# pc_branch_unit

**pc_branch_unit: cell area per tile**

13 x 13 tiles, from black (low) to pale yellow (high), 0 to 100% covered.
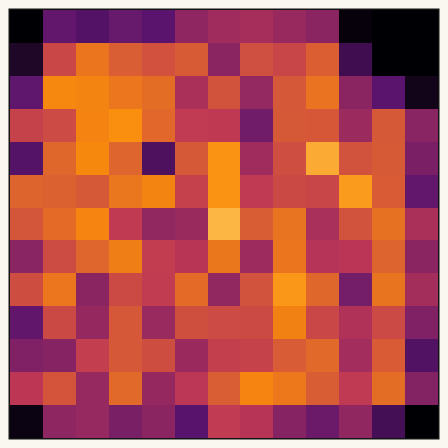
**pc_branch_unit: cell placement**

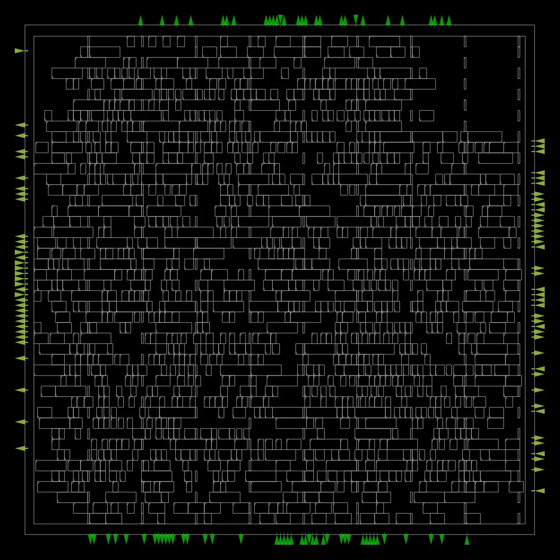
==> config.mk <==
export PLATFORM = sky130hd
export DESIGN_NAME = pc_branch_unit
export DESIGN_NICKNAME = d
export VERILOG_FILES = /design/src/rtl/pc_branch_unit_pkg.sv /design/src/rtl/pc_branch_unit_branch_decide.sv /design/src/rtl/pc_branch_unit.sv
export SDC_FILE = /design/constraint.sdc
export NUM_CORES = 1
export LEC_CHECK = 0
export ABC_AREA = 1
export CAP_MARGIN = 20
export CORE_MARGIN = 2
export CORE_UTILIZATION = 40
export DETAILED_ROUTE_END_ITERATION = 8
export GPL_TIMING_DRIVEN = 0
export PLACE_DENSITY_LB_ADDON = 0.1
export SLEW_MARGIN = 20
export SYNTH_ARGS = -nofsm -noshare
export SYNTH_HDL_FRONTEND = slang
export SYNTH_SLANG_ARGS = --single-unit
==> constraint.sdc <==
create_clock -name clk -period 1.88 [get_ports clk]
set_clock_uncertainty 0.1 [all_clocks]
set_input_delay 0.188 -clock clk [delete_from_list [all_inputs] [get_ports clk]]
set_output_delay 0.188 -clock clk [all_outputs]
set_load 0.1 [all_outputs]
==> src/rtl/pc_branch_unit_pkg.sv <==
// Shared definitions for the execute-stage branch/PC unit: branch funct3
// encodings, the flush FSM state type and the sequential fetch step.
package pc_branch_unit_pkg;

    localparam logic [2:0] FUNCT3_BEQ  = 3'b000;
    localparam logic [2:0] FUNCT3_BNE  = 3'b001;
    localparam logic [2:0] FUNCT3_BLT  = 3'b100;
    localparam logic [2:0] FUNCT3_BGE  = 3'b101;
    localparam logic [2:0] FUNCT3_BLTU = 3'b110;
    localparam logic [2:0] FUNCT3_BGEU = 3'b111;

    localparam int unsigned PC_STEP = 4;

    typedef enum logic {
        RUN   = 1'b0,
        FLUSH = 1'b1
    } state_t;

endpackage

==> src/rtl/pc_branch_unit_branch_decide.sv <==
// Combinational branch condition decode: turns funct3 plus the comparator
// flags into a taken decision, flags reserved encodings, and tells the
// comparator whether to compare unsigned.
module pc_branch_unit_branch_decide
    import pc_branch_unit_pkg::*;
(
    input  logic [2:0] funct3,
    input  logic       br_eq,
    input  logic       br_lt,
    output logic       br_un,
    output logic       taken,
    output logic       ill_branch
);

    // Unsigned compare is selected by funct3[1] (BLTU/BGEU); no latency.
    assign br_un = funct3[1];

    // Taken/illegal decode of the branch condition.
    always_comb begin
        taken      = 1'b0;
        ill_branch = 1'b0;
        case (funct3)
            FUNCT3_BEQ:  taken = br_eq;
            FUNCT3_BNE:  taken = ~br_eq;
            FUNCT3_BLT,
            FUNCT3_BLTU: taken = br_lt;
            FUNCT3_BGE,
            FUNCT3_BGEU: taken = ~br_lt;
            default:     ill_branch = 1'b1;   // 010/011 are reserved
        endcase
    end

endmodule

==> src/rtl/pc_branch_unit.sv <==
// Execute-stage branch resolution and fetch PC generation. Holds the
// architectural PC, a RUN/FLUSH state machine that keeps the front-end
// flush asserted for FLUSH_CYCLES cycles per redirect, and branch
// performance counters.
module pc_branch_unit
    import pc_branch_unit_pkg::*;
#(
    parameter int unsigned       XLEN         = 32,
    parameter logic [XLEN-1:0]   RESET_PC     = '0,
    parameter logic [XLEN-1:0]   TRAP_VEC     = XLEN'(4),
    parameter int unsigned       FLUSH_CYCLES = 2
) (
    input  logic            clk,
    input  logic            rst,
    input  logic            stall,
    input  logic            ex_valid,
    input  logic            ex_is_branch,
    input  logic            ex_is_jal,
    input  logic            ex_is_jalr,
    input  logic [2:0]      ex_funct3,
    input  logic [XLEN-1:0] ex_target,
    input  logic            br_eq,
    input  logic            br_lt,
    output logic            br_un,
    output logic [XLEN-1:0] pc,
    output logic            flush,
    output logic            misalign_exc,
    output logic            ill_branch,
    output logic [31:0]     br_count,
    output logic [31:0]     taken_count
);

    localparam int unsigned CNT_W = $clog2(FLUSH_CYCLES + 1);
    localparam logic [CNT_W-1:0] CNT_LOAD = CNT_W'(FLUSH_CYCLES - 1);
    localparam logic [CNT_W-1:0] CNT_ONE  = CNT_W'(1);
    localparam logic [XLEN-1:0]  STEP     = XLEN'(PC_STEP);

    state_t           state, state_nxt;
    logic [CNT_W-1:0] cnt, cnt_nxt;
    logic [XLEN-1:0]  pc_nxt;

    logic             dec_taken;
    logic             dec_ill;
    logic             active;
    logic             br_taken;
    logic             redirect;
    logic [XLEN-1:0]  final_target;
    logic             br_counted;

    pc_branch_unit_branch_decide u_decide (
        .funct3     (ex_funct3),
        .br_eq      (br_eq),
        .br_lt      (br_lt),
        .br_un      (br_un),
        .taken      (dec_taken),
        .ill_branch (dec_ill)
    );

    // Redirect qualification and target selection (jalr > jal > branch).
    always_comb begin
        active       = ex_valid & (state == RUN);
        br_taken     = ex_is_branch & dec_taken & ~dec_ill;
        redirect     = active & (br_taken | ex_is_jal | ex_is_jalr);
        final_target = ex_target;
        if (ex_is_jalr) begin
            final_target = {ex_target[XLEN-1:1], 1'b0};
        end
        misalign_exc = redirect & (final_target[1:0] != 2'b00);
        ill_branch   = ex_valid & ex_is_branch & dec_ill;
        br_counted   = active & ex_is_branch & ~dec_ill;
    end

    // Next-state, next-PC, flush counter and flush output.
    always_comb begin
        state_nxt = state;
        cnt_nxt   = cnt;
        pc_nxt    = pc;
        flush     = 1'b0;
        case (state)
            RUN: begin
                if (redirect) begin
                    flush  = 1'b1;
                    pc_nxt = misalign_exc ? TRAP_VEC : final_target;
                    if (FLUSH_CYCLES > 1) begin
                        cnt_nxt   = CNT_LOAD;
                        state_nxt = FLUSH;
                    end
                end else if (!stall) begin
                    pc_nxt = pc + STEP;
                end
            end
            FLUSH: begin
                // Fetch keeps advancing from the new target; only the
                // front-end contents are being killed.
                flush = 1'b1;
                if (!stall) begin
                    pc_nxt  = pc + STEP;
                    cnt_nxt = cnt - CNT_ONE;
                    if (cnt == CNT_ONE) begin
                        state_nxt = RUN;
                    end
                end
            end
            default: begin
                state_nxt = RUN;
                cnt_nxt   = '0;
            end
        endcase
    end

    // PC, FSM state and flush counter registers.
    always_ff @(posedge clk) begin
        if (rst) begin
            state <= RUN;
            cnt   <= '0;
            pc    <= RESET_PC;
        end else begin
            state <= state_nxt;
            cnt   <= cnt_nxt;
            pc    <= pc_nxt;
        end
    end

    // Branch performance counters; both wrap naturally at 2^32.
    always_ff @(posedge clk) begin
        if (rst) begin
            br_count    <= '0;
            taken_count <= '0;
        end else if (br_counted) begin
            br_count <= br_count + 32'd1;
            if (dec_taken) begin
                taken_count <= taken_count + 32'd1;
            end
        end
    end

endmodule

==> notes.md <==
With the routing usage on met3 at 0.0297, the peak fanout along the critical path is 2. After detailed routing, the wire length on met1 is 9.73 mm. Worst slack at placement: -1.30 ns. The placement summary gives the final routability congestion estimate as 0.928.

The post-synthesis compound-gate area fraction works out to 0.0989. The total setup violations reported at the end of the flow is 0. The clock distribution power is 1870 uW, and the floorplan net count is 1108. The logs give 0.309 for the share of the yosys chip area belonging to registers and 0 for the number of maximum-capacitance violations. Main combinational cell family by area after synthesis: simple AND/OR/NAND/NOR gates. The biggest slice of the total power is consumed by sequential cells.

The tools report the type of origin of the critical path as an input port. The number of warnings reported in the stage logs is 27. The worst setup path is of the input port to output pin kind. By count the netlist is led by 377 x nand2_1, 133 x nor2_1, 99 x dfxtp_1. The internal power of the cells totals 3410 uW. Per the power-grid run, VDD falls by no more than 0.462 mV.

Post-CTS repair ended up resizing 229 cells. The post-CTS setup repair buffer count was 4. With the buffer and inverter count on the worst path at 3, the well tap count is 216. The smallest setup slack after layout was 0.0185 ns; the clock latency at the later pin of the worst-skew pair was 0.36 ns. Looking at the critical path, the single cell with the biggest stage delay is clkdlybuf4s15_2.

In the final layout, the multi-input gates occupy 0.00398 mm^2. The smallest clock period supported by the final layout is computed as 1.86 ns. The number of cells on the worst reg-to-reg path is 8. CTS reports a maximum clock tree buffer depth of 2.

In this run the critical register-to-register path is launched from taken_count[2]. The run finished with clean final reports. The logs give 0.00642 mm^2 for the cell area after synthesis and 0.407 for the core utilization before placement. Detailed placement ended at an HPWL of 16.2 mm. The final timing report lists a hold violation count of 0. The combined global-route utilization of all metal layers was 0.248. Among cell families on the critical path, the largest total delay comes from buffers and inverters.

Measured along the x axis, the die boundary spans 131 um. The area taken by sequential standard cells is reported as 0.00212 mm^2.
## Picture notes: 'cell area per tile' of pc_branch_unit
mean over tiles = 49%
fullest tile = 84%
emptiest ninth of the die = top right
tiles over 75% full = 4.1%
nearly empty tiles = 4.1%

## Picture notes: 'cell placement' of pc_branch_unit
total of fill cells in the finished design: 1698
FP Rows: 46
Core Footprint: 0.0158 mm^2
sequential share of cell area: 0.245


# serial_sub_nbit_flat

**serial_sub_nbit_flat: cell area per tile**

9 x 9 tiles, from black (low) to pale yellow (high), 0 to 100% covered.
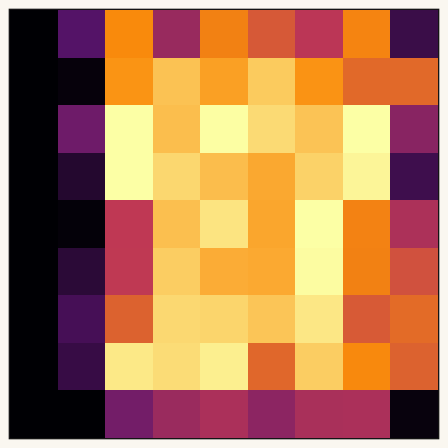
<file path="config.mk">
export PLATFORM = sky130hd
export DESIGN_NAME = serial_sub_nbit_flat
export DESIGN_NICKNAME = d
export VERILOG_FILES = /design/src/rtl/serial_sub_pkg.sv /design/src/rtl/serial_sub_nbit_if.sv /design/src/rtl/fs.sv /design/src/rtl/serial_sub_nbit.sv /design/src/flat_wrapper.sv
export SDC_FILE = /design/constraint.sdc
export NUM_CORES = 1
export LEC_CHECK = 0
export ABC_CLOCK_PERIOD_IN_PS = 2500
export CAP_MARGIN = 20
export CORE_UTILIZATION = 54
export DETAILED_ROUTE_END_ITERATION = 7
export PLACE_DENSITY = 0.93
export SKIP_CTS_REPAIR_TIMING = 1
export SLEW_MARGIN = 20
export SYNTH_ARGS = -nofsm -noshare
export SYNTH_HDL_FRONTEND = slang
export SYNTH_SLANG_ARGS = --single-unit
</file>
<file path="constraint.sdc">
create_clock -name i_clk -period 2.5 [get_ports i_clk]
set_input_delay 0.5 -clock i_clk [delete_from_list [all_inputs] [get_ports i_clk]]
set_output_delay 0.5 -clock i_clk [all_outputs]
set_load 0.005 [all_outputs]
</file>
<file path="src/rtl/serial_sub_pkg.sv">
// Shared constants for the bit-serial subtractor: FSM state encoding and default width.
package serial_sub_pkg;

    localparam logic [1:0] S_IDLE = 2'd0;
    localparam logic [1:0] S_RUN  = 2'd1;
    localparam logic [1:0] S_DONE = 2'd2;

    localparam int DEF_WIDTH = 4;

endpackage : serial_sub_pkg

</file>
<file path="src/rtl/serial_sub_nbit_if.sv">
// Start/done handshake and operand/result bus of the bit-serial subtractor.
// o_ovf exists only when SERIAL_SUB_OVF_EN is defined.
interface serial_sub_nbit_if #(
    parameter int WIDTH = serial_sub_pkg::DEF_WIDTH
) ();

    logic             i_start;
    logic [WIDTH-1:0] i_a;
    logic [WIDTH-1:0] i_b;
    logic             o_busy;
    logic             o_done;
    logic [WIDTH-1:0] o_diff;
    logic             o_borrow;
`ifdef SERIAL_SUB_OVF_EN
    logic             o_ovf;
`endif

    // Requester side: issues operands, observes the result.
    modport master (
        output i_start, i_a, i_b,
`ifdef SERIAL_SUB_OVF_EN
        input  o_ovf,
`endif
        input  o_busy, o_done, o_diff, o_borrow
    );

    // Subtractor side.
    modport slave (
        input  i_start, i_a, i_b,
`ifdef SERIAL_SUB_OVF_EN
        output o_ovf,
`endif
        output o_busy, o_done, o_diff, o_borrow
    );

endinterface : serial_sub_nbit_if

</file>
<file path="src/rtl/fs.sv">
// 1-bit combinational full subtractor: computes a - b - bin.
module fs (
    input  logic i_a,
    input  logic i_b,
    input  logic i_bin,
    output logic o_diff,
    output logic o_bout
);

    assign o_diff = i_a ^ i_b ^ i_bin;
    // Borrow out when b exceeds a, or when a == b and a borrow is pending.
    assign o_bout = (~i_a & i_b) | (~(i_a ^ i_b) & i_bin);

endmodule : fs

</file>
<file path="src/rtl/serial_sub_nbit.sv">
// Bit-serial subtractor: a - b, one bit per clock, LSB first, using one fs cell.
// Optional signed-overflow output enabled by defining SERIAL_SUB_OVF_EN.
module serial_sub_nbit
    import serial_sub_pkg::*;
#(
    parameter int WIDTH = DEF_WIDTH
) (
    input  logic             i_clk,
    input  logic             i_rst,
    serial_sub_nbit_if.slave bus
);

    // Wide enough to hold WIDTH-1 without wrapping before the terminal compare.
    localparam int CNT_W = $clog2(WIDTH) + 1;

    logic [1:0]       state_q, state_d;
    logic [WIDTH-1:0] sh_a_q, sh_b_q, res_q, diff_q;
    logic [CNT_W-1:0] cnt_q;
    logic             bin_q, borrow_q;
    logic             busy_d, done_d;
    logic             cell_diff, cell_bout;
    logic             last_bit;
`ifdef SERIAL_SUB_OVF_EN
    logic             a_msb_q, b_msb_q, ovf_q;
`endif

    fs u_fs (
        .i_a    (sh_a_q[0]),
        .i_b    (sh_b_q[0]),
        .i_bin  (bin_q),
        .o_diff (cell_diff),
        .o_bout (cell_bout)
    );

    assign last_bit = (cnt_q == CNT_W'(WIDTH - 1));

    // State register.
    always_ff @(posedge i_clk) begin
        if (i_rst) begin
            state_q <= S_IDLE;
        end else begin
            state_q <= state_d;
        end
    end

    // Next-state logic: start is only looked at in IDLE, so requests during RUN/DONE are dropped.
    always_comb begin
        state_d = state_q;
        case (state_q)
            S_IDLE:  if (bus.i_start) state_d = S_RUN;
            S_RUN:   if (last_bit)    state_d = S_DONE;
            S_DONE:  state_d = S_IDLE;
            default: state_d = S_IDLE;
        endcase
    end

    // Status outputs decoded from the current state.
    always_comb begin
        busy_d = 1'b0;
        done_d = 1'b0;
        case (state_q)
            S_RUN:   busy_d = 1'b1;
            S_DONE:  done_d = 1'b1;
            default: ;
        endcase
    end

    // Datapath: operand capture, serial shift, and result publish on the DONE entry edge.
    always_ff @(posedge i_clk) begin
        if (i_rst) begin
            sh_a_q   <= '0;
            sh_b_q   <= '0;
            res_q    <= '0;
            diff_q   <= '0;
            cnt_q    <= '0;
            bin_q    <= 1'b0;
            borrow_q <= 1'b0;
`ifdef SERIAL_SUB_OVF_EN
            a_msb_q  <= 1'b0;
            b_msb_q  <= 1'b0;
            ovf_q    <= 1'b0;
`endif
        end else begin
            case (state_q)
                S_IDLE: begin
                    if (bus.i_start) begin
                        sh_a_q <= bus.i_a;
                        sh_b_q <= bus.i_b;
                        bin_q  <= 1'b0;
                        cnt_q  <= '0;
`ifdef SERIAL_SUB_OVF_EN
                        a_msb_q <= bus.i_a[WIDTH-1];
                        b_msb_q <= bus.i_b[WIDTH-1];
`endif
                    end
                end
                S_RUN: begin
                    sh_a_q <= sh_a_q >> 1;
                    sh_b_q <= sh_b_q >> 1;
                    res_q  <= {cell_diff, res_q[WIDTH-1:1]};
                    bin_q  <= cell_bout;
                    cnt_q  <= cnt_q + CNT_W'(1);
                    // Final bit: publish the completed result directly so it is valid with o_done.
                    if (last_bit) begin
                        diff_q   <= {cell_diff, res_q[WIDTH-1:1]};
                        borrow_q <= cell_bout;
`ifdef SERIAL_SUB_OVF_EN
                        ovf_q    <= (a_msb_q != b_msb_q) && (cell_diff != a_msb_q);
`endif
                    end
                end
                default: ;
            endcase
        end
    end

    assign bus.o_busy   = busy_d;
    assign bus.o_done   = done_d;
    assign bus.o_diff   = diff_q;
    assign bus.o_borrow = borrow_q;
`ifdef SERIAL_SUB_OVF_EN
    assign bus.o_ovf    = ovf_q;
`endif

endmodule : serial_sub_nbit

</file>
<file path="src/flat_wrapper.sv">
// flat-port wrapper written by rule: the top's interface ports become plain ports
module serial_sub_nbit_flat import serial_sub_pkg::*;
#(
    parameter int WIDTH = DEF_WIDTH
)
  (i_clk, i_rst, bus_i_start, bus_i_a, bus_i_b, bus_o_busy, bus_o_done, bus_o_diff, bus_o_borrow);
  serial_sub_nbit_if #(.WIDTH(WIDTH)) bus_i ();
  input  logic i_clk;
  input  logic i_rst;
  input wire logic [$bits(bus_i.i_start)-1:0] bus_i_start;
  input wire logic [$bits(bus_i.i_a)-1:0] bus_i_a;
  input wire logic [$bits(bus_i.i_b)-1:0] bus_i_b;
  output wire logic [$bits(bus_i.o_busy)-1:0] bus_o_busy;
  output wire logic [$bits(bus_i.o_done)-1:0] bus_o_done;
  output wire logic [$bits(bus_i.o_diff)-1:0] bus_o_diff;
  output wire logic [$bits(bus_i.o_borrow)-1:0] bus_o_borrow;
  assign bus_i.i_start = bus_i_start;
  assign bus_i.i_a = bus_i_a;
  assign bus_i.i_b = bus_i_b;
  assign bus_o_busy = bus_i.o_busy;
  assign bus_o_done = bus_i.o_done;
  assign bus_o_diff = bus_i.o_diff;
  assign bus_o_borrow = bus_i.o_borrow;
  serial_sub_nbit #(.WIDTH(WIDTH)) u_core (.i_clk(i_clk), .i_rst(i_rst), .bus(bus_i));
endmodule
</file>
==> notes.md <==
The flow ran to the end, and the final reports show no timing, DRC or antenna violations. For the core occupancy in the finished layout, the log shows 0.682. The share of flip-flops with an asynchronous set or reset came out at 0. Along the worst hold path, the cell count comes to 2. For the total power draw, the log shows 665 uW. In the layout the commonest cells are 22 x dfxtp_1, 17 x clkdlybuf4s50_1, 10 x a21oi_1, 10 x nand2_1, 9 x nor2_1. The detail route stage leaves a number of antenna-violating nets equal to 0. Per the layout report, the design carries 4 non-clock inverters. Total congestion overflow: 0. Before CTS, the worst setup slack after placement is 0.645 ns. The clock root buffer is clkbuf_4. The run gives 2 for the buffer and inverter count on the worst path.

The largest single stage delay on the critical path is 0.53 ns. The run gives 22 as the count of flip-flops and latches. The logs give 25 for the well tap count and 8 for the count of routing violations after the opening detailed-route iteration. Combined global-route utilization of all metal layers: 0.195. Largest contributor to cell area by class: logic gates. Clock tree synthesis inserted a total of 3 buffers.

The plain and repair buffers instantiated in the layout total 18. The area of the core was 0.00173 mm^2; the cell-internal power was 503 uW. In the routed design, unresolved DRC markers number 0. The power dissipated in sequential cells is 379 uW. The worst-case reg-to-reg setup slack stands at 1.09 ns. STA puts the critical path data arrival time at 1.61 ns. Part of the cycle the worst path needs: 0.846.

The number of placement rows is 15. The simple-gate portion of the synthesized area works out to 0.165. Setup repair after global routing left no endpoint under its margin. For this design the total switching power over the nets is 162 uW. The main combinational cell family by area after synthesis is AND-OR/OR-AND gates. The tools report the via count of the first global-routing pass as 688. Before any placement, the netlist area is recorded as 987 um^2. With the xor/xnor cell area share of the yosys netlist at 0, the synthesized area per cell is 10.1 um^2.
Notes on 'cell area per tile' of serial_sub_nbit_flat above:
fullest tile = 100%
tiles over 75% full = 41%
mean over tiles = 57%
densest ninth of the die = middle
nearly empty tiles = 15%


# seg_scan_driver_flat

**seg_scan_driver_flat: cell placement**

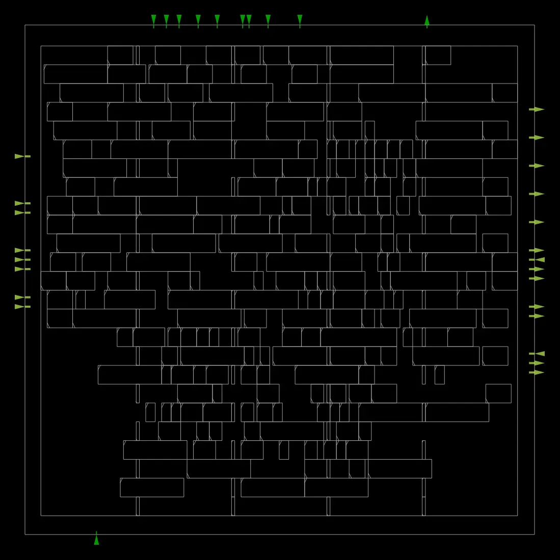
**seg_scan_driver_flat: wires at chosen ports, followed through buffers**

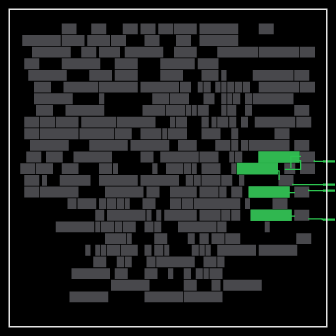
<file path="src/rtl/seg_scan_if.sv">
// Digit inputs and multiplexed 7-segment outputs of the scan driver.
// master drives digits/controls, slave is the driver itself.
interface seg_scan_if;
  logic [3:0] digit0;
  logic [3:0] digit1;
  logic [3:0] digit2;
  logic [3:0] digit3;
  logic       lzb_en;
  logic       display_en;
  logic [3:0] an;
  logic [6:0] seg;
  logic       dp;
  logic       frame_tick;

  modport master (
    output digit0, digit1, digit2, digit3,
    output lzb_en, display_en,
    input  an, seg, dp, frame_tick
  );

  modport slave (
    input  digit0, digit1, digit2, digit3,
    input  lzb_en, display_en,
    output an, seg, dp, frame_tick
  );
endinterface

</file>
<file path="src/rtl/seg_scan_driver.sv">
// Four-digit multiplexed 7-segment driver, "SS.hh" format,
// with per-slot anti-ghost blanking and frame-coherent snapshots.
module seg_scan_driver #(
  parameter int DIGIT_CYCLES = 26000,
  parameter int BLANK_CYCLES = 260
) (
  input logic      clk,
  input logic      reset,
  seg_scan_if.slave bus
);

  localparam int CW = $clog2(DIGIT_CYCLES);

  typedef enum logic {
    BLANK,
    DRIVE
  } phase_t;

  logic [CW-1:0] cnt;
  logic [1:0]    idx;
  logic [3:0]    shadow [4];
  phase_t        phase;
  logic          wrap;
  logic          snap;
  logic          dark;
  logic [3:0]    cur;

  function automatic logic [6:0] decode(input logic [3:0] v);
    case (v)
      4'd0:    decode = 7'h40;
      4'd1:    decode = 7'h79;
      4'd2:    decode = 7'h24;
      4'd3:    decode = 7'h30;
      4'd4:    decode = 7'h19;
      4'd5:    decode = 7'h12;
      4'd6:    decode = 7'h02;
      4'd7:    decode = 7'h78;
      4'd8:    decode = 7'h00;
      4'd9:    decode = 7'h10;
      default: decode = 7'h3F;
    endcase
  endfunction

  always_comb begin
    phase = (cnt < CW'(BLANK_CYCLES)) ? BLANK : DRIVE;
    wrap  = (cnt == CW'(DIGIT_CYCLES - 1));
    snap  = wrap && (idx == 2'd3);
    cur   = shadow[idx];
    // a leading zero in the tens-of-seconds slot keeps the whole slot dark
    dark  = (phase == BLANK) || !bus.display_en ||
            ((idx == 2'd3) && bus.lzb_en && (cur == 4'd0));
  end

  always_ff @(posedge clk or posedge reset) begin
    if (reset) begin
      cnt            <= '0;
      idx            <= '0;
      for (int i = 0; i < 4; i++) shadow[i] <= '0;
      bus.an         <= 4'hF;
      bus.seg        <= 7'h7F;
      bus.dp         <= 1'b1;
      bus.frame_tick <= 1'b0;
    end else begin
      cnt <= wrap ? '0 : cnt + CW'(1);
      if (wrap) idx <= idx + 2'd1;
      if (snap) begin
        shadow[0] <= bus.digit0;
        shadow[1] <= bus.digit1;
        shadow[2] <= bus.digit2;
        shadow[3] <= bus.digit3;
      end
      bus.frame_tick <= snap;
      if (dark) begin
        bus.an  <= 4'hF;
        bus.seg <= 7'h7F;
        bus.dp  <= 1'b1;
      end else begin
        bus.an  <= ~(4'b0001 << idx);
        bus.seg <= decode(cur);
        bus.dp  <= (idx != 2'd2);
      end
    end
  end

endmodule

</file>
<file path="src/flat_wrapper.sv">
// flat-port wrapper written by rule: the top's interface ports become plain ports
module seg_scan_driver_flat 
#(
  parameter int DIGIT_CYCLES = 26000,
  parameter int BLANK_CYCLES = 260
)
  (clk, reset, bus_digit0, bus_digit1, bus_digit2, bus_digit3, bus_lzb_en, bus_display_en, bus_an, bus_seg, bus_dp, bus_frame_tick);
  seg_scan_if bus_i ();
  input logic clk;
  input logic reset;
  input wire logic [$bits(bus_i.digit0)-1:0] bus_digit0;
  input wire logic [$bits(bus_i.digit1)-1:0] bus_digit1;
  input wire logic [$bits(bus_i.digit2)-1:0] bus_digit2;
  input wire logic [$bits(bus_i.digit3)-1:0] bus_digit3;
  input wire logic [$bits(bus_i.lzb_en)-1:0] bus_lzb_en;
  input wire logic [$bits(bus_i.display_en)-1:0] bus_display_en;
  output wire logic [$bits(bus_i.an)-1:0] bus_an;
  output wire logic [$bits(bus_i.seg)-1:0] bus_seg;
  output wire logic [$bits(bus_i.dp)-1:0] bus_dp;
  output wire logic [$bits(bus_i.frame_tick)-1:0] bus_frame_tick;
  assign bus_i.digit0 = bus_digit0;
  assign bus_i.digit1 = bus_digit1;
  assign bus_i.digit2 = bus_digit2;
  assign bus_i.digit3 = bus_digit3;
  assign bus_i.lzb_en = bus_lzb_en;
  assign bus_i.display_en = bus_display_en;
  assign bus_an = bus_i.an;
  assign bus_seg = bus_i.seg;
  assign bus_dp = bus_i.dp;
  assign bus_frame_tick = bus_i.frame_tick;
  seg_scan_driver #(.DIGIT_CYCLES(DIGIT_CYCLES), .BLANK_CYCLES(BLANK_CYCLES)) u_core (.clk(clk), .reset(reset), .bus(bus_i));
endmodule
</file>
<file path="config.mk">
export PLATFORM = sky130hd
export DESIGN_NAME = seg_scan_driver_flat
export DESIGN_NICKNAME = d
export VERILOG_FILES = /design/src/rtl/seg_scan_if.sv /design/src/rtl/seg_scan_driver.sv /design/src/flat_wrapper.sv
export SDC_FILE = /design/constraint.sdc
export NUM_CORES = 1
export LEC_CHECK = 0
export ABC_CLOCK_PERIOD_IN_PS = 2200
export CAP_MARGIN = 20
export CORE_MARGIN = 2
export CORE_UTILIZATION = 45
export DETAILED_ROUTE_END_ITERATION = 10
export GPL_TIMING_DRIVEN = 0
export PLACE_DENSITY = 0.7
export SKIP_LAST_GASP = 1
export SLEW_MARGIN = 10
export SYNTH_ARGS = -nofsm -noshare
export SYNTH_HDL_FRONTEND = slang
export SYNTH_SLANG_ARGS = --single-unit
</file>
<file path="constraint.sdc">
create_clock -name clk -period 2.2 [get_ports clk]
set_input_delay 0.44 -clock clk [delete_from_list [all_inputs] [get_ports clk]]
set_output_delay 0.44 -clock clk [all_outputs]
set_load 0.05 [all_outputs]
</file>
==> notes.md <==
The die covers 0.00544 mm^2. Entering global routing, the biggest net connects 38 pins. From bottom edge to top edge, the die measures 73.8 um. The run finished with clean final reports. Signal nets in the final route climb as high as met4. The report lists the cells along the critical path as buf_4 -> clkdlybuf4s50_1. The number of nets handed over by synthesis was 209.

The element type at the critical path end was an output pin. Per the detail_route log, met3 wirelength is 118 um. Per the cell usage report, the commonest logic cell in the layout is dfrtp_1. The run gives 0 as the initial antenna violation count. The run gives 1.71 ns as the data arrival time of the worst path. The core region is 0.00469 mm^2.

The register containing the most flip-flops in the final layout was u_core.shadow. Per the area breakdown, the dominant cell category is sequential cells. After the last flow step, the layout net total stands at 253.

For this design the ratio of total power to cell area is 574 mW/mm^2. The total setup violations reported at the end of the flow is 0. The final period demand of the worst path was 2.15 ns.
About 'cell placement' of seg_scan_driver_flat:
sequential cell count of the final layout: 45
n_taps: 54
post-layout utilization of the core: 0.585

About 'wires at chosen ports, followed through buffers' of seg_scan_driver_flat:
bus_an -> green  # bits 4, direction output, edge right, end cells 4, buffers 5, wire 33.2 um
input/output buffers: 32
ports placed on the boundary: 33


# reg_issue_ctrl

[src/rtl/reg_pkg.sv]
// Shared types for the register-read issue path.
//   reg_t          architectural register index
//   reg_busy_t     one busy bit per architectural register
//   reg_fur_sig_t  decoded instruction payload carried from decode to the ALU
//   ri_state_t     issue-controller entry state
// Helper: reg_writes_busy() tells whether an instruction claims a scoreboard bit.
package reg_pkg;

    localparam int NUM_REGS_DFLT = 32;
    localparam int REG_IDX_W     = $clog2(NUM_REGS_DFLT);

    typedef logic [REG_IDX_W-1:0]     reg_t;
    typedef logic [NUM_REGS_DFLT-1:0] reg_busy_t;

    typedef enum logic {
        ALU_S1_RS1 = 1'b0,
        ALU_S1_PC  = 1'b1
    } alu_s1_font_t;

    typedef enum logic [3:0] {
        ALU_ADD  = 4'd0,
        ALU_SUB  = 4'd1,
        ALU_AND  = 4'd2,
        ALU_OR   = 4'd3,
        ALU_XOR  = 4'd4,
        ALU_SLL  = 4'd5,
        ALU_SRL  = 4'd6,
        ALU_SRA  = 4'd7,
        ALU_SLT  = 4'd8,
        ALU_SLTU = 4'd9,
        ALU_LUI  = 4'd10
    } alu_opcode_t;

    typedef struct packed {
        alu_s1_font_t alu_s1_font;
        alu_opcode_t  alu_opcode;
        logic         wb_wr;
        reg_t         reg_dst;
        logic [31:0]  imm;
    } reg_fur_sig_t;

    typedef enum logic {
        RI_EMPTY = 1'b0,
        RI_HOLD  = 1'b1
    } ri_state_t;

    // r0 is hard-wired zero, so writes to it never occupy the scoreboard.
    function automatic logic reg_writes_busy(input reg_fur_sig_t s);
        return s.wb_wr && (s.reg_dst != '0);
    endfunction

endpackage

[src/rtl/reg_scoreboard.sv]
// Per-register busy scoreboard for in-flight writes.
//   set_en/set_reg   mark a register busy (issue of a writing instruction)
//   clr_en/clr_reg   clear a register (writeback retires)
//   rd_rs1/rd_rs2/rd_dst -> busy_rs1/busy_rs2/busy_dst   hazard lookups
//   busy             registered busy vector snapshot
// Same-cycle set and clear of one register: set wins. Register 0 is never busy.
// Build option REG_ISSUE_BYPASS_EN: a clear in the current cycle is already
// visible to the lookups, so a waiting dependent can issue in the writeback cycle.
module reg_scoreboard
    import reg_pkg::*;
#(
    parameter int NUM_REGS = NUM_REGS_DFLT
) (
    input  logic                clk,
    input  logic                rst_n,
    input  logic                set_en,
    input  reg_t                set_reg,
    input  logic                clr_en,
    input  reg_t                clr_reg,
    input  reg_t                rd_rs1,
    input  reg_t                rd_rs2,
    input  reg_t                rd_dst,
    output logic                busy_rs1,
    output logic                busy_rs2,
    output logic                busy_dst,
    output logic [NUM_REGS-1:0] busy
);

    logic [NUM_REGS-1:0] busy_q;
    logic [NUM_REGS-1:0] busy_d;
    logic [NUM_REGS-1:0] set_mask;
    logic [NUM_REGS-1:0] clr_mask;
    logic [NUM_REGS-1:0] busy_view;

    // Masks start at index 1 so r0 can never be set or need clearing.
    always_comb begin
        set_mask = '0;
        clr_mask = '0;
        for (int i = 1; i < NUM_REGS; i++) begin
            if (set_en && (set_reg == reg_t'(i))) set_mask[i] = 1'b1;
            if (clr_en && (clr_reg == reg_t'(i))) clr_mask[i] = 1'b1;
        end
        // Clear first, then set, so a same-cycle set survives.
        busy_d = (busy_q & ~clr_mask) | set_mask;
    end

    always_comb begin
`ifdef REG_ISSUE_BYPASS_EN
        busy_view = busy_q & ~clr_mask;
`else
        busy_view = busy_q;
`endif
        busy_rs1 = busy_view[rd_rs1];
        busy_rs2 = busy_view[rd_rs2];
        busy_dst = busy_view[rd_dst];
    end

    always_ff @(posedge clk or negedge rst_n) begin
        if (!rst_n) busy_q <= '0;
        else        busy_q <= busy_d;
    end

    assign busy = busy_q;

endmodule

[src/rtl/reg_issue_ctrl.sv]
// Register-read issue controller between decode and the ALU.
// Holds one decoded instruction, stalls it while a source or its destination
// has an in-flight write, and hands it to the ALU over valid/ready.
//   clk, rst_n                       clock, async active-low reset
//   in_valid/in_ready, in_sig,
//   in_rs1(_used), in_rs2(_used)     decode side
//   out_valid/out_ready, out_sig,
//   out_rs1, out_rs2                 ALU side (held payload)
//   wb_valid, wb_reg                 writeback retirement
//   flush                            drop the held instruction
//   busy_o                           scoreboard snapshot
//   stall_cnt                        saturating count of stalled held cycles
// Build option REG_ISSUE_BYPASS_EN: writeback clears unblock a dependent in the
// same cycle instead of the next one.
module reg_issue_ctrl
    import reg_pkg::*;
#(
    parameter int NUM_REGS = NUM_REGS_DFLT,
    parameter int CNT_W    = 16
) (
    input  logic                clk,
    input  logic                rst_n,
    input  logic                in_valid,
    output logic                in_ready,
    input  reg_fur_sig_t        in_sig,
    input  reg_t                in_rs1,
    input  logic                in_rs1_used,
    input  reg_t                in_rs2,
    input  logic                in_rs2_used,
    output logic                out_valid,
    input  logic                out_ready,
    output reg_fur_sig_t        out_sig,
    output reg_t                out_rs1,
    output reg_t                out_rs2,
    input  logic                wb_valid,
    input  reg_t                wb_reg,
    input  logic                flush,
    output logic [NUM_REGS-1:0] busy_o,
    output logic [CNT_W-1:0]    stall_cnt
);

    function automatic logic [CNT_W-1:0] sat_inc(input logic [CNT_W-1:0] v);
        return (&v) ? v : v + {{(CNT_W-1){1'b0}}, 1'b1};
    endfunction

    ri_state_t          state_q;
    ri_state_t          state_d;
    reg_fur_sig_t       sig_p1;
    reg_t               rs1_p1;
    reg_t               rs2_p1;
    logic               rs1_used_p1;
    logic               rs2_used_p1;
    logic               vld_p1;
    logic               busy_rs1;
    logic               busy_rs2;
    logic               busy_dst;
    logic               hazard;
    logic               issue;
    logic               accept;
    logic [CNT_W-1:0]   stall_q;

    assign vld_p1 = (state_q == RI_HOLD);

    reg_scoreboard #(
        .NUM_REGS (NUM_REGS)
    ) u_sb (
        .clk      (clk),
        .rst_n    (rst_n),
        .set_en   (issue && reg_writes_busy(sig_p1)),
        .set_reg  (sig_p1.reg_dst),
        .clr_en   (wb_valid),
        .clr_reg  (wb_reg),
        .rd_rs1   (rs1_p1),
        .rd_rs2   (rs2_p1),
        .rd_dst   (sig_p1.reg_dst),
        .busy_rs1 (busy_rs1),
        .busy_rs2 (busy_rs2),
        .busy_dst (busy_dst),
        .busy     (busy_o)
    );

    // RAW on either used source, WAW on the destination; one write in flight
    // per register is enough, so no tags are needed.
    assign hazard = (rs1_used_p1 && busy_rs1) ||
                    (rs2_used_p1 && busy_rs2) ||
                    (sig_p1.wb_wr && busy_dst);

    // Handshake and next-state. flush dominates both handshakes.
    always_comb begin
        state_d   = state_q;
        out_valid = 1'b0;
        in_ready  = 1'b0;
        issue     = 1'b0;
        accept    = 1'b0;

        out_valid = vld_p1 && !hazard && !flush;
        issue     = out_valid && out_ready;
        in_ready  = (!vld_p1 || issue) && !flush;
        accept    = in_valid && in_ready;

        unique case (state_q)
            RI_EMPTY: if (accept) state_d = RI_HOLD;
            RI_HOLD:  if (issue && !accept) state_d = RI_EMPTY;
            default:  state_d = RI_EMPTY;
        endcase
        if (flush) state_d = RI_EMPTY;
    end

    always_ff @(posedge clk or negedge rst_n) begin
        if (!rst_n) state_q <= RI_EMPTY;
        else        state_q <= state_d;
    end

    // Stage p1: held payload, loaded only on accept; flush leaves it as is.
    always_ff @(posedge clk or negedge rst_n) begin
        if (!rst_n) begin
            sig_p1      <= '0;
            rs1_p1      <= '0;
            rs2_p1      <= '0;
            rs1_used_p1 <= 1'b0;
            rs2_used_p1 <= 1'b0;
        end else if (accept) begin
            sig_p1      <= in_sig;
            rs1_p1      <= in_rs1;
            rs2_p1      <= in_rs2;
            rs1_used_p1 <= in_rs1_used;
            rs2_used_p1 <= in_rs2_used;
        end
    end

    always_ff @(posedge clk or negedge rst_n) begin
        if (!rst_n)                        stall_q <= '0;
        else if (vld_p1 && !out_valid && !flush) stall_q <= sat_inc(stall_q);
    end

    assign out_sig   = sig_p1;
    assign out_rs1   = rs1_p1;
    assign out_rs2   = rs2_p1;
    assign stall_cnt = stall_q;

endmodule
[config.mk]
export PLATFORM = sky130hd
export DESIGN_NAME = reg_issue_ctrl
export DESIGN_NICKNAME = d
export VERILOG_FILES = /design/src/rtl/reg_pkg.sv /design/src/rtl/reg_scoreboard.sv /design/src/rtl/reg_issue_ctrl.sv
export SDC_FILE = /design/constraint.sdc
export NUM_CORES = 1
export LEC_CHECK = 0
export CORE_MARGIN = 5
export CORE_UTILIZATION = 47
export CTS_CLUSTER_SIZE = 10
export DETAILED_ROUTE_END_ITERATION = 8
export PLACE_DENSITY = 0.81
export RECOVER_POWER = 50
export SYNTH_ARGS = -nofsm -noshare
export SYNTH_HDL_FRONTEND = slang
export SYNTH_SLANG_ARGS = --single-unit
[constraint.sdc]
create_clock -name clk -period 3.4 [get_ports clk]
set_input_delay 0.68 -clock clk [delete_from_list [all_inputs] [get_ports clk]]
set_output_delay 0.68 -clock clk [all_outputs]
set_load 0.01 [all_outputs]
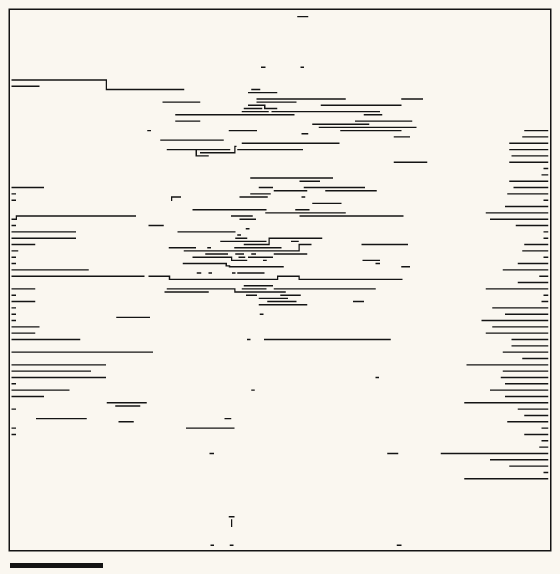
**Above:** reg_issue_ctrl (M3 wires).
Scale bar: 20 um.
nets with wire on the layer = 158
main direction = horizontal
met3 global-route usage: 0.0637
total number of vias: 4389
final wirelength: 16.1 mm

==> notes.md <==
The run finished, with violations left. The final reports fail on negative setup slack. The power drawn by the combinational cells was 1600 uW.

For this design, the slowest cell found on the critical path is mux4_2. The power report lists cell-internal power as 2910 uW. At the pin with the least slew margin, the transition time is 1.35 ns. The synthesized netlist handed to floorplanning was reported with a cell count of 405. The longest incremental delay of any stage on the critical path is reported as 0.48 ns. The run gives 1 for the total setup violations reported at the end of the flow. met2 is the most crowded layer. Met2 global-route usage: 0.387.

According to the timing report, the critical path is launched from out_rs1[0]. The number of non-clock buffers was 225. Most instantiated logic cell after routing: clkdlybuf4s50_1. The layout has 764 filler cells. The tools report the smallest setup slack after layout as -0.0160 ns. For reference, the critical path is captured by in_ready. Per the timing report, the most critical flop-to-flop path originates at out_rs1[0]. In the detailed route, the total length drawn on met2 is 7.71 mm. The family with the most delay on the worst path was AND-OR/OR-AND gates.

The run gives 0.00258 mm^2 for the area used by sequential logic in the layout. Summing internal, switching and leakage power gives 4250 uW. The logs give 140 for the well tap count and 9 for the TritonCTS buffer count.

For the worst min-delay path, the startpoint reported by OpenROAD is stall_cnt[8]. Proportion of netlist area held by the largest area contributor: 0.488. According to the cell report, flip-flops and latches in the layout number 103. The largest contributor to cell area by class is sequential cells.

The run gives 0.0917 for the simple-gate portion of the synthesized area.
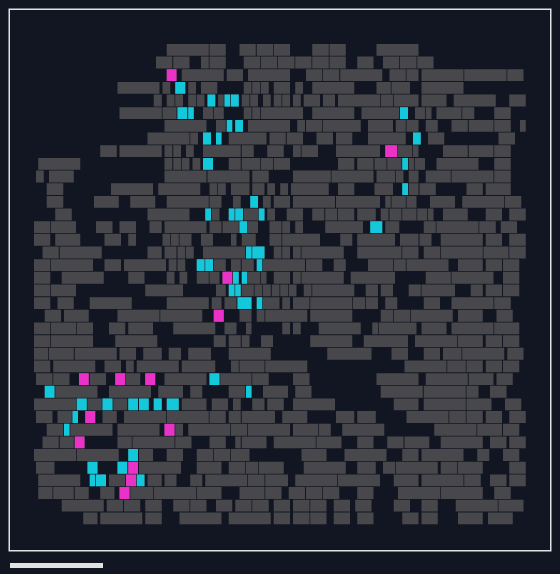
**Above:** reg_issue_ctrl (selected gate families).
Scale bar: 20 um.
nand cells -> cyan  # cells 50
and/or cells -> magenta  # cells 13


# rom_fetch_ctrl

**src/rtl/mcu_pkg.sv**
```systemverilog
// Shared widths, opcode encodings and decode helpers for the 14-bit MCU fetch path.
package mcu_pkg;

    localparam int PC_W    = 11;
    localparam int INSTR_W = 14;

    localparam logic [INSTR_W-1:0] OP_JMP_MASK   = 14'h3800;
    localparam logic [INSTR_W-1:0] OP_GOTO       = 14'h2800;
    localparam logic [INSTR_W-1:0] OP_CALL       = 14'h2000;
    localparam logic [INSTR_W-1:0] OP_RETURN     = 14'h0008;
    localparam logic [INSTR_W-1:0] OP_RETLW_MASK = 14'h3C00;
    localparam logic [INSTR_W-1:0] OP_RETLW      = 14'h3400;

    typedef enum logic {
        ST_BOOT,
        ST_RUN
    } fetch_state_t;

    function automatic logic is_goto(input logic [INSTR_W-1:0] w);
        return (w & OP_JMP_MASK) == OP_GOTO;
    endfunction

    function automatic logic is_call(input logic [INSTR_W-1:0] w);
        return (w & OP_JMP_MASK) == OP_CALL;
    endfunction

    function automatic logic is_ret(input logic [INSTR_W-1:0] w);
        return (w == OP_RETURN) || ((w & OP_RETLW_MASK) == OP_RETLW);
    endfunction

    function automatic logic [PC_W-1:0] jump_target(input logic [INSTR_W-1:0] w);
        return w[PC_W-1:0];
    endfunction

endpackage

```
**src/rtl/call_stack.sv**
```systemverilog
// Circular hardware call stack; optional live-depth tracking and sticky error flags
// are built only when STACK_ERR_EN is defined.
module call_stack
    import mcu_pkg::*;
#(
    parameter int unsigned DEPTH = 8
) (
    input  logic            clk,
    input  logic            rst,
    input  logic            push,
    input  logic            pop,
    input  logic [PC_W-1:0] push_data,
    output logic [PC_W-1:0] pop_data,
    output logic            ovf,
    output logic            unf
);

    localparam int unsigned SP_W = $clog2(DEPTH);

    logic [SP_W-1:0] sp;
    logic [PC_W-1:0] mem [DEPTH];

    // Pointer wraps naturally at power-of-two depth: overflow overwrites the oldest entry.
    always_ff @(posedge clk) begin
        if (rst) begin
            sp <= '0;
            for (int unsigned i = 0; i < DEPTH; i++) begin
                mem[i] <= '0;
            end
        end else if (push) begin
            mem[sp] <= push_data;
            sp      <= sp + 1'b1;
        end else if (pop) begin
            sp <= sp - 1'b1;
        end
    end

    assign pop_data = mem[sp - 1'b1];

`ifdef STACK_ERR_EN
    localparam int unsigned CNT_W = $clog2(DEPTH + 1);

    logic [CNT_W-1:0] depth;

    always_ff @(posedge clk) begin
        if (rst) begin
            depth <= '0;
            ovf   <= 1'b0;
            unf   <= 1'b0;
        end else if (push) begin
            if (depth == CNT_W'(DEPTH)) begin
                ovf <= 1'b1;
            end else begin
                depth <= depth + 1'b1;
            end
        end else if (pop) begin
            if (depth == '0) begin
                unf <= 1'b1;
            end else begin
                depth <= depth - 1'b1;
            end
        end
    end
`else
    assign ovf = 1'b0;
    assign unf = 1'b0;
`endif

endmodule

```
**src/rtl/rom_fetch_ctrl.sv**
```systemverilog
// Instruction-fetch sequencer: PC, IR and redirect handling over a two-stage overlap.
// Stack error flags are live only when STACK_ERR_EN is defined.
module rom_fetch_ctrl
    import mcu_pkg::*;
#(
    parameter int unsigned     STACK_DEPTH = 8,
    parameter logic [PC_W-1:0] RESET_PC    = '0
) (
    input  logic               clk,
    input  logic               rst,
    output logic [PC_W-1:0]    rom_addr,
    input  logic [INSTR_W-1:0] rom_data,
    input  logic               stall,
    input  logic               skip_req,
    output logic [INSTR_W-1:0] ir,
    output logic               ir_valid,
    output logic               stack_ovf,
    output logic               stack_unf
);

    fetch_state_t    state;
    logic [PC_W-1:0] pc;
    logic [PC_W-1:0] pop_data;
    logic            exec;
    logic            push;
    logic            pop;

    // Stack traffic only for a valid, unstalled instruction in RUN; bubbles never touch it.
    always_comb begin
        exec = (state == ST_RUN) && ir_valid && !stall;
        push = exec && is_call(ir);
        pop  = exec && is_ret(ir);
    end

    call_stack #(
        .DEPTH(STACK_DEPTH)
    ) u_stack (
        .clk      (clk),
        .rst      (rst),
        .push     (push),
        .pop      (pop),
        .push_data(pc),
        .pop_data (pop_data),
        .ovf      (stack_ovf),
        .unf      (stack_unf)
    );

    always_ff @(posedge clk) begin
        if (rst) begin
            state    <= ST_BOOT;
            pc       <= RESET_PC;
            ir       <= '0;
            ir_valid <= 1'b0;
        end else if (!stall) begin
            state <= ST_RUN;
            ir    <= rom_data;
            case (state)
                ST_BOOT: begin
                    ir_valid <= 1'b1;
                    pc       <= pc + 1'b1;
                end
                default: begin
                    if (ir_valid && (is_goto(ir) || is_call(ir))) begin
                        pc       <= jump_target(ir);
                        ir_valid <= 1'b0;
                    end else if (ir_valid && is_ret(ir)) begin
                        pc       <= pop_data;
                        ir_valid <= 1'b0;
                    end else begin
                        pc       <= pc + 1'b1;
                        ir_valid <= ~skip_req;
                    end
                end
            endcase
        end
    end

    assign rom_addr = pc;

endmodule

```
**config.mk**
```make
export PLATFORM = sky130hd
export DESIGN_NAME = rom_fetch_ctrl
export DESIGN_NICKNAME = d
export VERILOG_FILES = /design/src/rtl/mcu_pkg.sv /design/src/rtl/call_stack.sv /design/src/rtl/rom_fetch_ctrl.sv
export SDC_FILE = /design/constraint.sdc
export NUM_CORES = 1
export LEC_CHECK = 0
export CORE_UTILIZATION = 52
export DETAILED_ROUTE_END_ITERATION = 10
export PLACE_DENSITY = 0.71
export SLEW_MARGIN = 5
export SYNTH_ARGS = -nofsm -noshare
export SYNTH_HDL_FRONTEND = slang
export SYNTH_SLANG_ARGS = --single-unit
```
**constraint.sdc**
```tcl
create_clock -name clk -period 3.9 [get_ports clk]
set_input_delay 0.78 -clock clk [delete_from_list [all_inputs] [get_ports clk]]
set_output_delay 0.78 -clock clk [all_outputs]
set_load 0.03 [all_outputs]
```
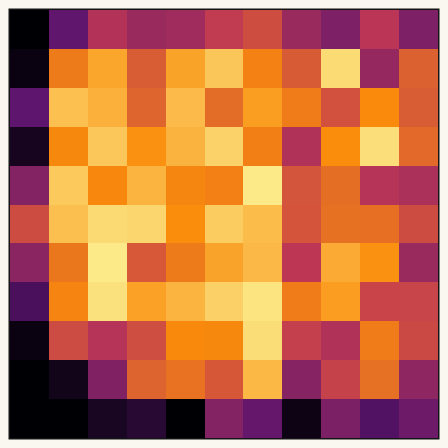
**Above:** rom_fetch_ctrl (cell area per tile).
11 x 11 tiles, from black (low) to pale yellow (high), 0 to 100% covered.
fullest tile = 95%
tiles over 75% full = 30%
nearly empty tiles = 4.1%
densest ninth of the die = middle
emptiest ninth of the die = bottom left
post-layout utilization of the core: 0.650
core utilization at floorplan: 0.544
Core Footprint: 0.0105 mm^2

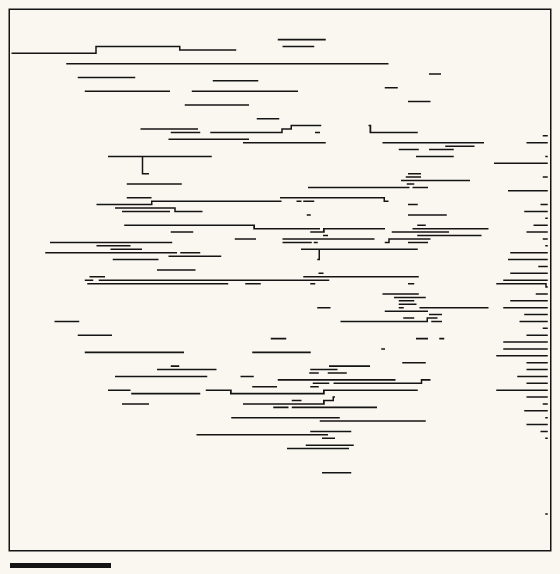
**Above:** rom_fetch_ctrl (M3 wires).
Scale bar: 20 um.
nets with wire on the layer = 120
share of all routed wire = 9.8%

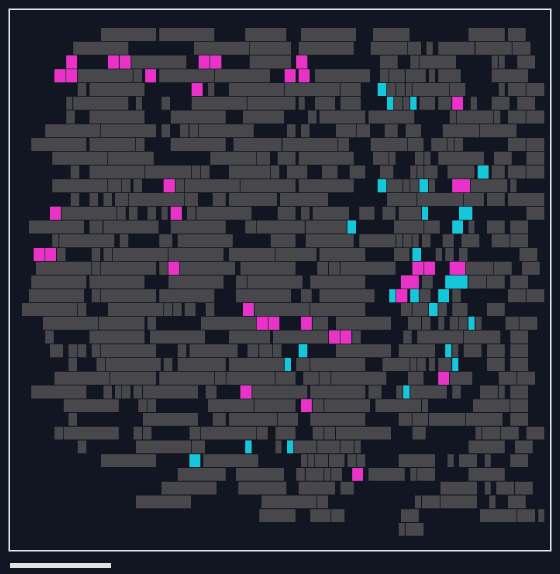
**Above:** rom_fetch_ctrl (selected gate families).
Scale bar: 20 um.
and/or cells -> magenta  # cells 35
nand cells -> cyan  # cells 25

==> notes.md <==
Once layout is complete, the cells apart from fillers number 643. Detailed routing placed a total of 7.25 mm of wire on met2. With the count of routing violations after the opening detailed-route iteration at 381, the met1 usage in global routing is 0.394. The maximum clock insertion buffer count was 2; the cell depth of the worst hold path was 2.

For reference, the top cells by count after synthesis are 88 x edfxtp_1, 53 x nor3_1, 31 x nor2_1. The largest net degree at the start of global routing came out at 40. The flow ran to the end, and the final reports show no timing, DRC or antenna violations. The combinational share of cell area came out at 0.325.

The tools report the initial antenna violation count as 0. The run gives 46 as the total I/O pin count. Data arrival time of the worst path: 2.10 ns.

OpenSTA lists the critical path startpoint as rom_addr[2]. The run gives 118 for the count of flip-flops and latches. The run gives 9 for the number of cells on the worst reg-to-reg path. The flow reported a cell area power density of 452 mW/mm^2. Family with the most delay on the worst path: buffers and inverters.

The part of the cycle the worst path needs works out to 0.738. 0 antenna diodes ended up in the layout. In the log, the iteration count for the first detailed-route pass is 5. The chip area line in the Yosys stat output reads 0.00572 mm^2. The run gives 516 as the net count reported at finish. In the post-route analysis, the smallest setup slack over all paths is 1.02 ns. In this run the cell area of the synthesized design comes to 0.00572 mm^2. The run gives 2.88 ns for the final period demand of the worst path. With the xor/xnor cell area share of the yosys netlist at 0.00153, the leakage power figure is 0.00238 uW. Counting every sink on the clock net gives 118. The total power draw was 3090 uW; the placed instance count was 612. Post-synthesis compound-gate area fraction: 0.0731. Per the synth stats, the flop cell with the highest instance count is edfxtp_1.

The tally of filler cells in the layout is 762. For the worst setup path, the data required time is 3.12 ns. Looking at the worst setup and hold paths, the clock pins of their registers show a slew of 0.06 ns. Cell internal power was estimated by the tool at 2370 uW. The combined global-route utilization of all metal layers was 0.287; the share of layout cells above drive strength 1 was 0.152. The final layout reports a setup TNS of 0 ns.

The run gives 118 for the count of state elements after synthesis.


## Gallery

M3 wires.
image #1
Scale bar: 20 um.
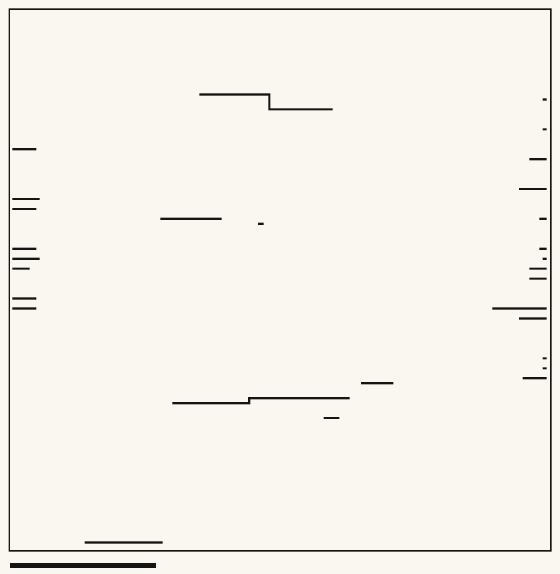
image #2
Scale bar: 50 um.
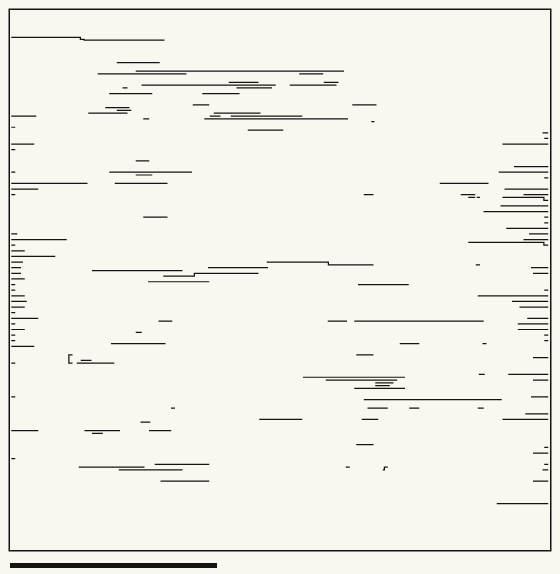
image #3
Scale bar: 10 um.
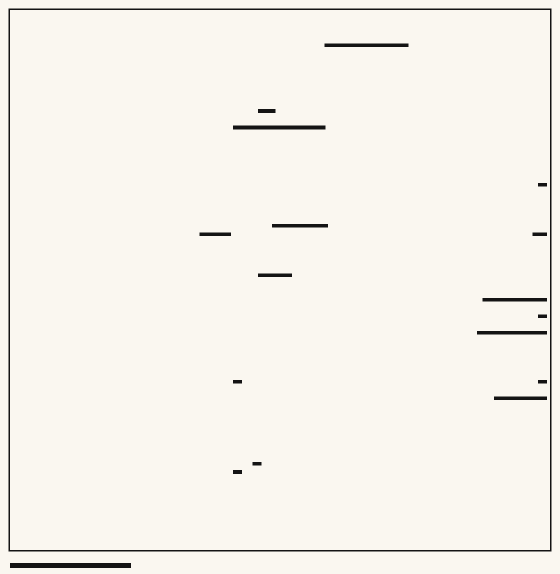
pc_branch_unit: image #2
serial_sub_nbit_flat: image #3
seg_scan_driver_flat: image #1
- largest die: image #2
- smallest die: image #3

Power is estimated from default activity; no workload was simulated.
